# block 1

Block 1, signal wires on met2:
Cells faint in the background.
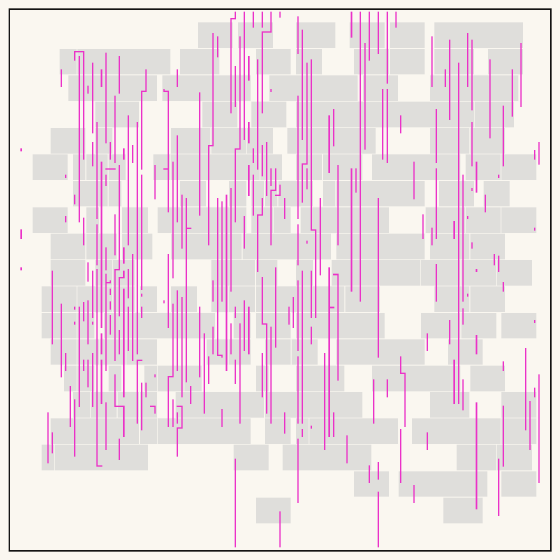

### config.mk
export PLATFORM = sky130hd
export DESIGN_NAME = note_sequencer
export DESIGN_NICKNAME = d
export VERILOG_FILES = /design/src/rtl/note_sequencer.sv
export SDC_FILE = /design/constraint.sdc
export NUM_CORES = 1
export LEC_CHECK = 0
export ABC_AREA = 0
export CORE_UTILIZATION = 44
export CTS_BUF_LIST = sky130_fd_sc_hd__clkbuf_16
export CTS_CLUSTER_DIAMETER = 120
export DETAILED_ROUTE_END_ITERATION = 8
export PLACE_DENSITY = 0.77
export SKIP_LAST_GASP = 1
export SLEW_MARGIN = 5
export SYNTH_ARGS = -nofsm -noshare
export SYNTH_HDL_FRONTEND = slang
export SYNTH_SLANG_ARGS = --single-unit
### constraint.sdc
create_clock -name clk -period 1.8 [get_ports clk]
set_clock_uncertainty 0.1 [all_clocks]
set_input_delay 0.36 -clock clk [delete_from_list [all_inputs] [get_ports clk]]
set_output_delay 0.36 -clock clk [all_outputs]
set_load 0.01 [all_outputs]
### src/rtl/note_sequencer.sv
// ----------------------------------------------------------------------------
// note_sequencer
//
// Initiator side of the note-player load handshake. Walks a song ROM one
// entry at a time, decodes each 16-bit entry into note / duration / stereo
// side, presents it to the note player with a single-cycle load pulse and
// then waits for the player's done pulse before fetching the next entry.
//
// Song entry layout (rom_data):
//   [15]    end-of-song marker
//   [14:13] stereo side, one-hot
//   [12:7]  note
//   [6:1]   duration in beats
//   [0]     reserved, ignored
//
// Ports:
//   clk                 system clock, rising edge
//   reset_n             asynchronous active-low reset
//   play                run enable (level), also forwarded as play_enable
//   restart             synchronous single-cycle rewind to entry 0
//   rom_addr            song ROM address (ROM has 1-cycle read latency)
//   rom_data            song ROM read data
//   note_to_load        registered note field
//   duration_to_load    registered duration field
//   stereo_side_to_load registered stereo side field
//   load_new_note       one-cycle pulse, fields valid in the same cycle
//   done_with_note      single-cycle pulse from the player
//   play_enable         registered copy of play
//   song_done           high from song end until restart or reset
// ----------------------------------------------------------------------------
module note_sequencer #(
    parameter int SONG_ADDR_W = 7
) (
    input  logic                   clk,
    input  logic                   reset_n,
    input  logic                   play,
    input  logic                   restart,
    output logic [SONG_ADDR_W-1:0] rom_addr,
    input  logic [15:0]            rom_data,
    output logic [5:0]             note_to_load,
    output logic [5:0]             duration_to_load,
    output logic [1:0]             stereo_side_to_load,
    output logic                   load_new_note,
    input  logic                   done_with_note,
    output logic                   play_enable,
    output logic                   song_done
);

    typedef enum logic [2:0] {
        IDLE      = 3'd0,
        FETCH     = 3'd1,
        DECODE    = 3'd2,
        LOAD      = 3'd3,
        WAIT_DONE = 3'd4,
        DONE      = 3'd5
    } state_t;

    state_t state_r;

    // Field decode of the current ROM word.
    logic       entry_eos_s;
    logic [1:0] entry_stereo_s;
    logic [5:0] entry_note_s;
    logic [5:0] entry_duration_s;
    logic       reserved_unused_s;

    // The last address in the song; a done here wraps the song and ends it.
    logic       last_entry_s;

    // Split the ROM word into its fields.
    always_comb begin
        entry_eos_s       = rom_data[15];
        entry_stereo_s    = rom_data[14:13];
        entry_note_s      = rom_data[12:7];
        entry_duration_s  = rom_data[6:1];
        reserved_unused_s = rom_data[0];
    end

    assign last_entry_s = (rom_addr == {SONG_ADDR_W{1'b1}});

    // Sequencer FSM with all outputs registered.
    always_ff @(posedge clk or negedge reset_n) begin
        if (!reset_n) begin
            state_r             <= IDLE;
            rom_addr            <= {SONG_ADDR_W{1'b0}};
            note_to_load        <= 6'd0;
            duration_to_load    <= 6'd0;
            stereo_side_to_load <= 2'b00;
            load_new_note       <= 1'b0;
            play_enable         <= 1'b0;
            song_done           <= 1'b0;
        end else begin
            // play_enable tracks play regardless of sequencer state.
            play_enable <= play;

            if (restart) begin
                // Rewind; field registers keep their last values.
                state_r       <= IDLE;
                rom_addr      <= {SONG_ADDR_W{1'b0}};
                song_done     <= 1'b0;
                load_new_note <= 1'b0;
            end else begin
                // The load pulse is only ever raised on the DECODE->LOAD edge.
                load_new_note <= 1'b0;

                case (state_r)
                    IDLE: begin
                        if (play) begin
                            state_r <= FETCH;
                        end else begin
                            state_r <= IDLE;
                        end
                    end

                    FETCH: begin
                        // rom_addr held; ROM word appears during DECODE.
                        state_r <= DECODE;
                    end

                    DECODE: begin
                        if (entry_eos_s) begin
                            state_r   <= DONE;
                            song_done <= 1'b1;
                        end else begin
                            note_to_load        <= entry_note_s;
                            duration_to_load    <= entry_duration_s;
                            stereo_side_to_load <= entry_stereo_s;
                            load_new_note       <= 1'b1;
                            state_r             <= LOAD;
                        end
                    end

                    LOAD: begin
                        // A done arriving here belongs to no outstanding note.
                        state_r <= WAIT_DONE;
                    end

                    WAIT_DONE: begin
                        if (done_with_note) begin
                            if (last_entry_s) begin
                                rom_addr  <= {SONG_ADDR_W{1'b0}};
                                song_done <= 1'b1;
                                state_r   <= DONE;
                            end else begin
                                rom_addr <= rom_addr + SONG_ADDR_W'(1'b1);
                                if (play) begin
                                    state_r <= FETCH;
                                end else begin
                                    state_r <= IDLE;
                                end
                            end
                        end else begin
                            state_r <= WAIT_DONE;
                        end
                    end

                    DONE: begin
                        // Only restart or reset leaves DONE.
                        state_r <= DONE;
                    end

                    default: begin
                        state_r <= IDLE;
                    end
                endcase
            end
        end
    end

endmodule

# block 2

**src/rtl/seq_restoring_divider.sv**
```systemverilog
// Radix-2 restoring unsigned divider: one quotient bit per clock through a single shared subtractor.
// Start/busy/done handshake; results hold until the next accepted start or reset.
module seq_restoring_divider #(
  parameter int WIDTH = 8
) (
  input  logic             clk,
  input  logic             rst,
  input  logic             start,
  input  logic [WIDTH-1:0] dividend,
  input  logic [WIDTH-1:0] divisor,
  output logic             busy,
  output logic             done,
  output logic [WIDTH-1:0] quotient,
  output logic [WIDTH-1:0] remainder,
  output logic             div_by_zero
);

  localparam int CW = $clog2(WIDTH);
  localparam logic [CW-1:0] LAST = CW'(WIDTH - 1);

  typedef enum logic [1:0] {S_IDLE, S_RUN, S_DONE} state_t;

  state_t           state, state_nxt;
  logic [WIDTH-1:0] q_reg, d_reg;
  logic [WIDTH-1:0] r_reg;
  logic [CW-1:0]    cnt;

  logic [WIDTH:0]   shifted, trial;
  logic [WIDTH-1:0] q_nxt, r_nxt;

  always_ff @(posedge clk) begin
    if (rst) state <= S_IDLE;
    else     state <= state_nxt;
  end

  always_comb begin
    state_nxt = state;
    case (state)
      S_IDLE: if (start) state_nxt = (divisor == '0) ? S_DONE : S_RUN;
      S_RUN:  if (cnt == LAST) state_nxt = S_DONE;
      S_DONE: state_nxt = S_IDLE;
      default: state_nxt = S_IDLE;
    endcase
  end

  // The partial remainder always stays below the divisor, so WIDTH bits hold it;
  // only the shifted trial value needs the extra bit for the sign of the subtraction.
  always_comb begin
    shifted = {r_reg, q_reg[WIDTH-1]};
    trial   = shifted - {1'b0, d_reg};
    if (!trial[WIDTH]) begin
      r_nxt = trial[WIDTH-1:0];
      q_nxt = {q_reg[WIDTH-2:0], 1'b1};
    end else begin
      r_nxt = shifted[WIDTH-1:0];
      q_nxt = {q_reg[WIDTH-2:0], 1'b0};
    end
  end

  always_ff @(posedge clk) begin
    if (rst) begin
      q_reg       <= '0;
      d_reg       <= '0;
      r_reg       <= '0;
      cnt         <= '0;
      quotient    <= '0;
      remainder   <= '0;
      div_by_zero <= 1'b0;
    end else begin
      case (state)
        S_IDLE: begin
          if (start) begin
            q_reg       <= dividend;
            d_reg       <= divisor;
            r_reg       <= '0;
            cnt         <= '0;
            div_by_zero <= (divisor == '0);
            if (divisor == '0) begin
              quotient  <= '1;
              remainder <= dividend;
            end
          end
        end
        S_RUN: begin
          q_reg <= q_nxt;
          r_reg <= r_nxt;
          cnt   <= cnt + CW'(1);
          if (cnt == LAST) begin
            quotient  <= q_nxt;
            remainder <= r_nxt;
          end
        end
        default: ;
      endcase
    end
  end

  assign busy = (state == S_RUN);
  assign done = (state == S_DONE);

endmodule

```
**config.mk**
```make
export PLATFORM = sky130hd
export DESIGN_NAME = seq_restoring_divider
export DESIGN_NICKNAME = d
export VERILOG_FILES = /design/src/rtl/seq_restoring_divider.sv
export SDC_FILE = /design/constraint.sdc
export NUM_CORES = 1
export LEC_CHECK = 0
export CORE_UTILIZATION = 46
export DETAILED_ROUTE_END_ITERATION = 12
export PLACE_DENSITY = 0.74
export SYNTH_ARGS = -nofsm -noshare
export SYNTH_HDL_FRONTEND = slang
export SYNTH_SLANG_ARGS = --single-unit
```
**constraint.sdc**
```tcl
create_clock -name clk -period 5.62 [get_ports clk]
set_input_delay 1.686 -clock clk [delete_from_list [all_inputs] [get_ports clk]]
set_output_delay 1.686 -clock clk [all_outputs]
set_load 0.01 [all_outputs]
```
Block 1, metal 3:
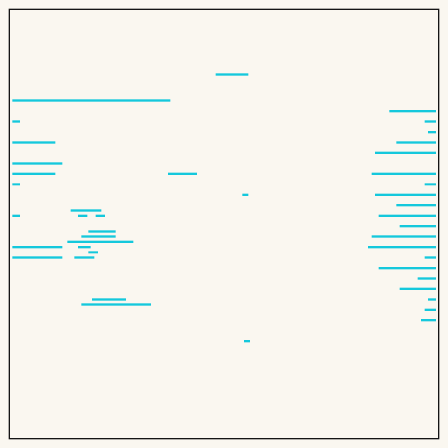
main direction: horizontal
nets with wire on the layer: 39
grt met3 use: 4.42%
Routed WL: 2.71 mm
routed via count: 1,038

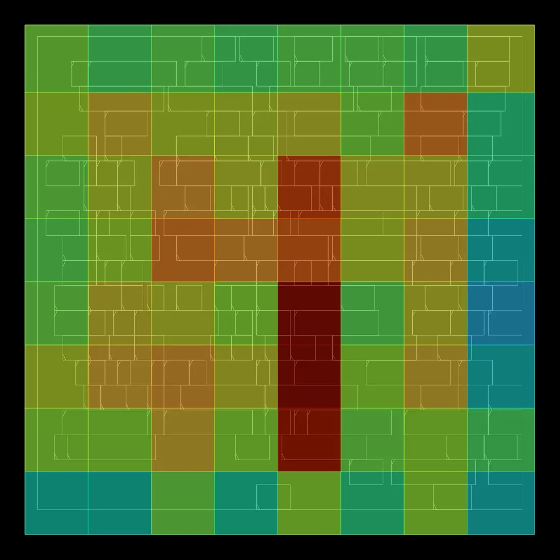
Block 1: routing congestion
met1 Track Usage GR: 23.4%
GRT Total Usage: 19.6%
fin util: 67.1%

About 'signal wires on met2' of block 1:
share of all routed wire: 49%
main direction: vertical

==> impl_metrics.py, block 1 <==
# Generated from Yosys and OpenROAD reports
metrics = {
    "run_status": {
        "status": "completed",
    },
    "finish": {
        "n_antenna_cell": 0,
        "logic_gate_count": 67,
        "comb-cell-share_pct": 29.0,
    },
    "yosys": {
        "synth_top_cell_by_area": "dfrtp_1",
        "fp_nets": 125,
    },
    "worst_setup_path": {
        "slowest_delay_ps": 580,
        "rrSetupSlack_ps": 180,
    },
    "grt": {
        "grt_pass1_vias": 1062,
    },
    "route": {
        "drc": 0,
    },
    "clock_network": {
        "clock_latency_ps": 260,
        "cts_hold_buf": 0,
    },
    "floorplan": {
        "dieArea_um2": 3100,
    },
    "run": {
        "drv_cap": 0,
        "warnings": 27,
    },
}
-- block 1: state kept, by name, summed over array words and instances, names as in the netlist --
signal	flops
duration_to_load	6
load_new_note	1
note_to_load	6
play_enable	1
rom_addr	7
song_done	1
state_r	3
stereo_side_to_load	2
-- block 1: how the worst min path moves through the flow --
stage                           start                endpoint  slack, ps  depth (start not counted)
3_3_place_gp   stereo_side_to_load[1]  stereo_side_to_load[1]        390                          1
4_1_cts                       reset_n         note_to_load[4]        380                          2
3_5_place_dp          note_to_load[2]         note_to_load[2]        390                          1
5_1_grt                       reset_n     duration_to_load[4]        420                          2
6_report                      reset_n     duration_to_load[4]        370                          2
2_1_floorplan                 reset_n     duration_to_load[0]        -40                          0
-- block 1: per-layer routing --
metal | share of wire, % | up-vias
met5 | 0 | -
met3 | 6.9 | 5
met4 | 1.6 | 0
met2 | 49 | 55
met1 | 42 | 498
li1 | - | 480
-- block 1: report_power, final --
| part | internal, mW | switching, mW |
|---|---|---|
| logic | 0.330 | 0.165 |
| clock network | 0.297 | 0.191 |
| registers | 0.722 | 0.0639 |
| total | 1.35 | 0.420 |
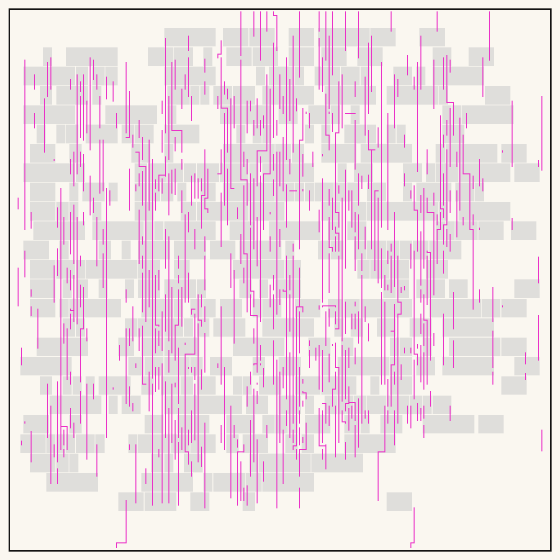
Block 2: signal wires on met2
Cells faint in the background.
longest straight run: 36.7 um
nets with wire on the layer: 312
main direction: vertical
wire length on this layer: 2,810 um

==> impl_metrics.py, block 2 <==
# Generated from Yosys and OpenROAD reports
metrics = {
    "run_status": {
        "status": "completed",
    },
    "clock_network": {
        "cts_setup_buffers": 0,
        "cts_tree": "built",
        "cts_resized": 0,
        "cts_hold_buf": 0,
        "htreeDepth": 2,
        "cts_num_sinks": 46,
    },
    "finish": {
        "clkbuf_count": 7,
        "buf_share_pct": 13.4,
        "final_cells": 408,
        "final_util_pct": 58.7,
        "inv_count": 12,
        "final_cell_area_um2": 3030,
    },
    "yosys": {
        "ys_warn_count": 0,
        "synth_top_cell_by_area": "dfxtp_1",
        "synth_seq_share_pct": 36.7,
        "ys_cells": 306,
        "fp_nets": 336,
        "yosysTopAreaCellShare_pct": 36.7,
    },
    "power_and_ir_drop": {
        "total_power_mw": 0.877,
    },
    "place": {
        "placed_cell_area_um2": 2930,
    },
    "floorplan": {
        "num_rows": 26,
        "n_tap_cell": 70,
    },
    "timing": {
        "setup_ws_ps": 1570,
        "clock.fmax_ghz": 0.247,
        "period_used_pct": 72.0,
        "clock_skew_ps": 4.53,
        "hold_violations": 0,
    },
    "worst_setup_path": {
        "startpoint": "divisor[4]",
        "critPathLaunchType": "input port",
        "critical_path_class": "input port to register",
    },
    "grt": {
        "grt_pass1_wl_mm": 10.3,
        "grt_max_degree": 33,
    },
    "route": {
        "viasPerCell": 5.82,
        "wire_per_inst_um": 15.0,
    },
}
[block 2: cell families (layout without fill, tap and decap cells)]
kind of cell	count (synthesis)	count (layout)	share of synthesized area [%]
xor gates and xnor gates	5	5	1.74
buffers and inverters	30	62	5.18
AOI/OAI and AO/OA	99	99	28.8
adders and majority gates	11	11	5.78
and+or+nand+nor	110	110	19.8
DFF	46	46	36.7
muxes	5	5	2.04
[block 2: routing by layer]
metal	track usage [%]	part of all wire [%]
met3	3.73	6.8
met2	35.6	46
met5	0	0
met4	5.19	0.80
met1	31.0	46
[block 2: report_power, final]
group / internal, mW / switching [mW]
combinational: 0.109 / 0.164
clock: 0.133 / 0.110
sequential: 0.343 / 0.0169
[block 2: cell usage after synthesis (all sizes together), types with 7 or more instances]
library cell   n
clkbuf        12
nor2          26
a21boi         8
a21oi         18
a311oi         7
a211oi         9
ha            10
inv           12
nand2         46
nor3          11
o21ai         19
dfxtp         46
[block 2: critical path: stages]
cell and delay, ps:
clkdlybuf4s50_1 420, or4_1 780, o41ai_4 700, buf_4 320, o21a_2 160, nand4_1 100
nand3_1 120

==> gallery <==
The metal 1 layer.
The bar under the picture is 20 um long. Supply wires on this layer in grey.
picture 1
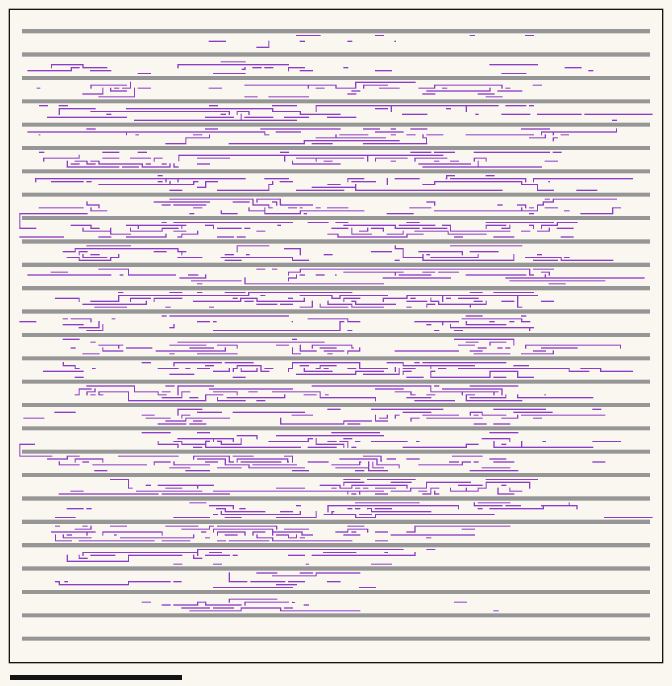
picture 2
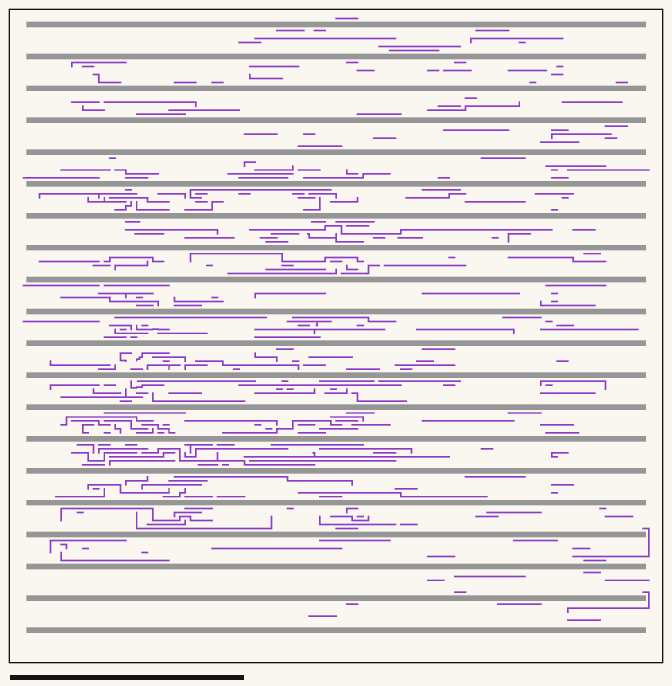
block 1 -> picture 2
block 2 -> picture 1
Of these, largest die: picture 1


# block 3

Block 3, the metal 1 layer:
The bar under the picture is 20 um long. Supply wires on this layer in grey.
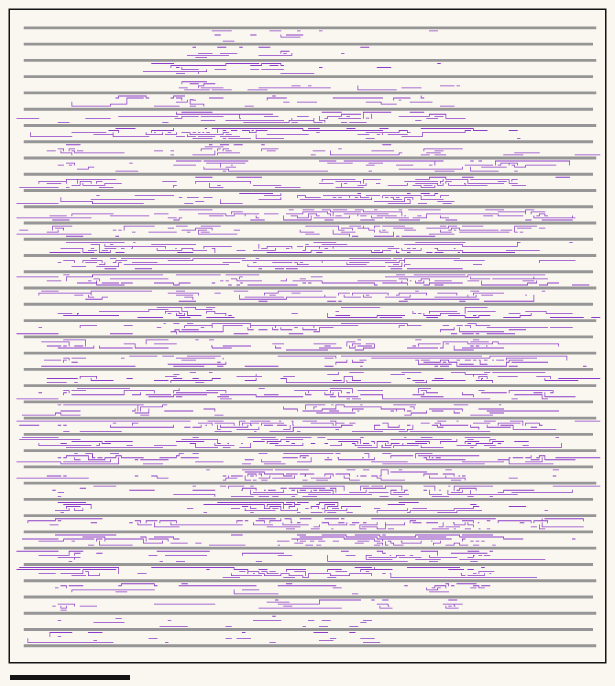
Block 3, signal wires on met2:
Cells faint in the background.
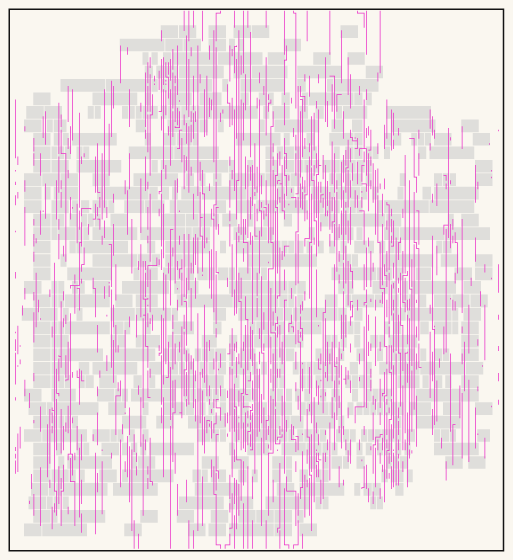
### src/rtl/sisc_pkg.sv
// rtl/sisc_pkg.sv - shared SISC opcodes, instruction fields and fetch states
package sisc_pkg;

    // Opcode encodings (ir[31:28])
    localparam logic [3:0] NOOP   = 4'd0;
    localparam logic [3:0] LOD    = 4'd1;
    localparam logic [3:0] STR    = 4'd2;
    localparam logic [3:0] SWP    = 4'd3;
    localparam logic [3:0] BRA    = 4'd4;
    localparam logic [3:0] BRR    = 4'd5;
    localparam logic [3:0] BNE    = 4'd6;
    localparam logic [3:0] BNR    = 4'd7;
    localparam logic [3:0] ALU_OP = 4'd8;
    localparam logic [3:0] HLT    = 4'd15;

    // Instruction field positions
    localparam int OPC_MSB = 31;
    localparam int OPC_LSB = 28;
    localparam int MM_MSB  = 27;
    localparam int MM_LSB  = 24;
    localparam int IMM_MSB = 15;
    localparam int IMM_LSB = 0;

    // Fetch sequencer states
    typedef enum logic [1:0] {
        IDLE = 2'd0,
        REQ  = 2'd1,
        WAIT = 2'd2
    } fetch_state_t;

endpackage

### src/rtl/br_cond.sv
// rtl/br_cond.sv - branch condition decode against status flags
module br_cond
    import sisc_pkg::*;
(
    input  logic [3:0] opcode,
    input  logic [3:0] mm,
    input  logic [3:0] stat,
    output logic       taken,
    output logic       is_relative
);

    // BRA/BRR branch when any masked flag is set (mm==0 means always);
    // BNE/BNR branch when all masked flags are clear.
    always_comb begin
        taken       = 1'b0;
        is_relative = 1'b0;
        case (opcode)
            BRA: taken = (mm == 4'd0) || ((stat & mm) != 4'd0);
            BRR: begin
                taken       = (mm == 4'd0) || ((stat & mm) != 4'd0);
                is_relative = 1'b1;
            end
            BNE: taken = ((stat & mm) == 4'd0);
            BNR: begin
                taken       = ((stat & mm) == 4'd0);
                is_relative = 1'b1;
            end
            default: taken = 1'b0;
        endcase
    end

endmodule

### src/rtl/fetch_unit.sv
// rtl/fetch_unit.sv - PC/IR fetch stage with imem handshake and branch resolve
module fetch_unit
    import sisc_pkg::*;
#(
    parameter int             AW       = 16,
    parameter int             DW       = 32,
    parameter logic [AW-1:0]  RESET_PC = '0,
    parameter int             TIMEOUT  = 15
) (
    input  logic          clk,
    input  logic          rst_f,
    input  logic          fetch_start,
    input  logic          br_eval,
    input  logic [3:0]    stat,
    input  logic [DW-1:0] imem_rdata,
    input  logic          imem_valid,
    output logic          imem_req,
    output logic [AW-1:0] imem_addr,
    output logic [DW-1:0] ir,
    output logic [3:0]    opcode,
    output logic [3:0]    mm,
    output logic [AW-1:0] pc,
    output logic          fetch_done,
    output logic          br_taken,
    output logic          fetch_err
);

    // Last WAIT count value before giving up on the memory
    localparam logic [3:0] TO_LAST = 4'(TIMEOUT - 1);

    fetch_state_t  state, state_d;
    logic [3:0]    cnt, cnt_d;
    logic [AW-1:0] pc_d, addr_d, imm_ext;
    logic [DW-1:0] ir_d;
    logic          req_d, done_d, taken_d, err_d;
    logic          br_take, br_rel;

    assign opcode  = ir[OPC_MSB:OPC_LSB];
    assign mm      = ir[MM_MSB:MM_LSB];
    assign imm_ext = AW'($signed(ir[IMM_MSB:IMM_LSB]));

    br_cond u_br_cond (
        .opcode      (opcode),
        .mm          (mm),
        .stat        (stat),
        .taken       (br_take),
        .is_relative (br_rel)
    );

    // Next-state and next-output logic; branch applies before a same-cycle fetch
    always_comb begin
        state_d = state;
        cnt_d   = cnt;
        pc_d    = pc;
        ir_d    = ir;
        req_d   = imem_req;
        addr_d  = imem_addr;
        done_d  = 1'b0;
        taken_d = 1'b0;
        err_d   = 1'b0;
        case (state)
            IDLE: begin
                if (br_eval && br_take) begin
                    pc_d    = br_rel ? (pc + imm_ext) : imm_ext;
                    taken_d = 1'b1;
                end
                if (fetch_start) begin
                    state_d = REQ;
                end
            end
            REQ: begin
                req_d   = 1'b1;
                addr_d  = pc;
                cnt_d   = 4'd0;
                state_d = WAIT;
            end
            WAIT: begin
                if (imem_valid) begin
                    ir_d    = imem_rdata;
                    pc_d    = pc + AW'(1);
                    done_d  = 1'b1;
                    req_d   = 1'b0;
                    state_d = IDLE;
                end else if (cnt == TO_LAST) begin
                    err_d   = 1'b1;
                    req_d   = 1'b0;
                    state_d = IDLE;
                end else begin
                    cnt_d = cnt + 4'd1;
                end
            end
            default: begin
                req_d   = 1'b0;
                state_d = IDLE;
            end
        endcase
    end

    // State and registered outputs; reset aborts any fetch in flight
    always_ff @(posedge clk or negedge rst_f) begin
        if (!rst_f) begin
            state      <= IDLE;
            cnt        <= 4'd0;
            pc         <= RESET_PC;
            ir         <= '0;
            imem_req   <= 1'b0;
            imem_addr  <= RESET_PC;
            fetch_done <= 1'b0;
            br_taken   <= 1'b0;
            fetch_err  <= 1'b0;
        end else begin
            state      <= state_d;
            cnt        <= cnt_d;
            pc         <= pc_d;
            ir         <= ir_d;
            imem_req   <= req_d;
            imem_addr  <= addr_d;
            fetch_done <= done_d;
            br_taken   <= taken_d;
            fetch_err  <= err_d;
        end
    end

endmodule

### config.mk
export PLATFORM = sky130hd
export DESIGN_NAME = fetch_unit
export DESIGN_NICKNAME = d
export VERILOG_FILES = /design/src/rtl/sisc_pkg.sv /design/src/rtl/br_cond.sv /design/src/rtl/fetch_unit.sv
export SDC_FILE = /design/constraint.sdc
export NUM_CORES = 1
export LEC_CHECK = 0
export ABC_AREA = 1
export CORE_ASPECT_RATIO = 1.1
export CORE_MARGIN = 2
export CORE_UTILIZATION = 45
export DETAILED_ROUTE_END_ITERATION = 10
export PLACE_DENSITY = 0.75
export SYNTH_ARGS = -nofsm -noshare
export SYNTH_HDL_FRONTEND = slang
export SYNTH_SLANG_ARGS = --single-unit
export TNS_END_PERCENT = 100
### constraint.sdc
create_clock -name clk -period 2.2 [get_ports clk]
set_input_delay 0.44 -clock clk [delete_from_list [all_inputs] [get_ports clk]]
set_output_delay 0.44 -clock clk [all_outputs]
set_load 0.005 [all_outputs]
==> impl_metrics.py <==
# Generated from Yosys and OpenROAD reports
metrics = {
    "route": {
        "ant_nets": 0,
    },
    "worst_setup_path": {
        "crit_slowest_cell": "dfrtp_1",
        "arrival_ps": 2240,
        "crit_end": "pc[8]",
        "cp.required_ps": 2450,
    },
    "floorplan": {
        "coreArea_um2": 9840,
    },
    "yosys": {
        "synth_chip_area_um2": 4520,
        "synth-main-ff-cell": "dfrtp_1",
        "synth_cell_type_count": 36,
    },
    "timing": {
        "worst_hold_slack_ps": -5.48,
        "hold_violations": 13,
        "period_used_pct": 90.4,
    },
    "run": {
        "warnings": 27,
    },
    "finish": {
        "final_cell_area_um2": 5990,
        "clock_area_share_pct": 3.05,
        "comb-cell-share_pct": 36.1,
    },
    "worst_hold_path": {
        "hold_path_class": "input port to asynchronous set/reset pin",
    },
    "power_and_ir_drop": {
        "p_seq_share_pct": 28.2,
        "p_comb_share_pct": 60.9,
    },
    "run_status": {
        "violations": "hold timing",
        "status": "finished, violations left",
    },
    "clock_network": {
        "cts_resized": 0,
    },
}
About 'the metal 1 layer' of block 3:
nets with wire on the layer: 714
longest straight run: 29.0 um
main direction: horizontal
wire length on this layer: 5,080 um
share of all routed wire: 42%
Routed WL: 12.2 mm
met1 Track Usage GR: 28.3%
routed via count: 4,452

About 'signal wires on met2' of block 3:
wire length on this layer: 5,920 um
longest straight run: 46.1 um
nets with wire on the layer: 649

## layout by cell type (no fill, tap or decap), types with 5 or more instances in the layout
cell	synthesis	final
nand2_1	220	219
inv_2	11	11
ha_1	18	18
clkdlybuf4s50_1	0	115
nand3_1	37	37
buf_4	8	15
o21ai_0	28	28
xor2_1	5	5
o211ai_1	6	6
dfrtp_1	74	73
nor2_2	6	6
nor3_1	5	5
o21ai_1	20	20
inv_1	80	80
clkbuf_8	0	11
a21oi_1	32	32
nor2_1	38	38
## metrics by stage
step | worst slack (ps) | hold slack, ps | power (mW)
after global routing | 22.6 | 19.5 | 10.1
final | 211 | -5.48 | 9.16
after CTS | 190 | 4.23 | 9.16
after floorplan | 375 | 144 | 5.82
after detailed placement | 219 | 394 | 8.12
after global placement | 293 | 386 | 8.00
## state kept, by name, summed over array words and instances, names as in the netlist
name	count
br_taken	1
cnt	4
fetch_done	1
fetch_err	1
imem_addr	16
imem_req	1
ir	32
pc	16
state	2
## metal layers
layer	global-route usage [%]	vias to the layer above	part of all wire, %
met5	0	-	0
met3	5.38	31	6.4
li1	-	2235	-
met4	10.8	0	3.2
met1	28.3	2023	42
met2	41.3	163	49

Power figures rest on the tool's default switching activity, not on a simulated workload.
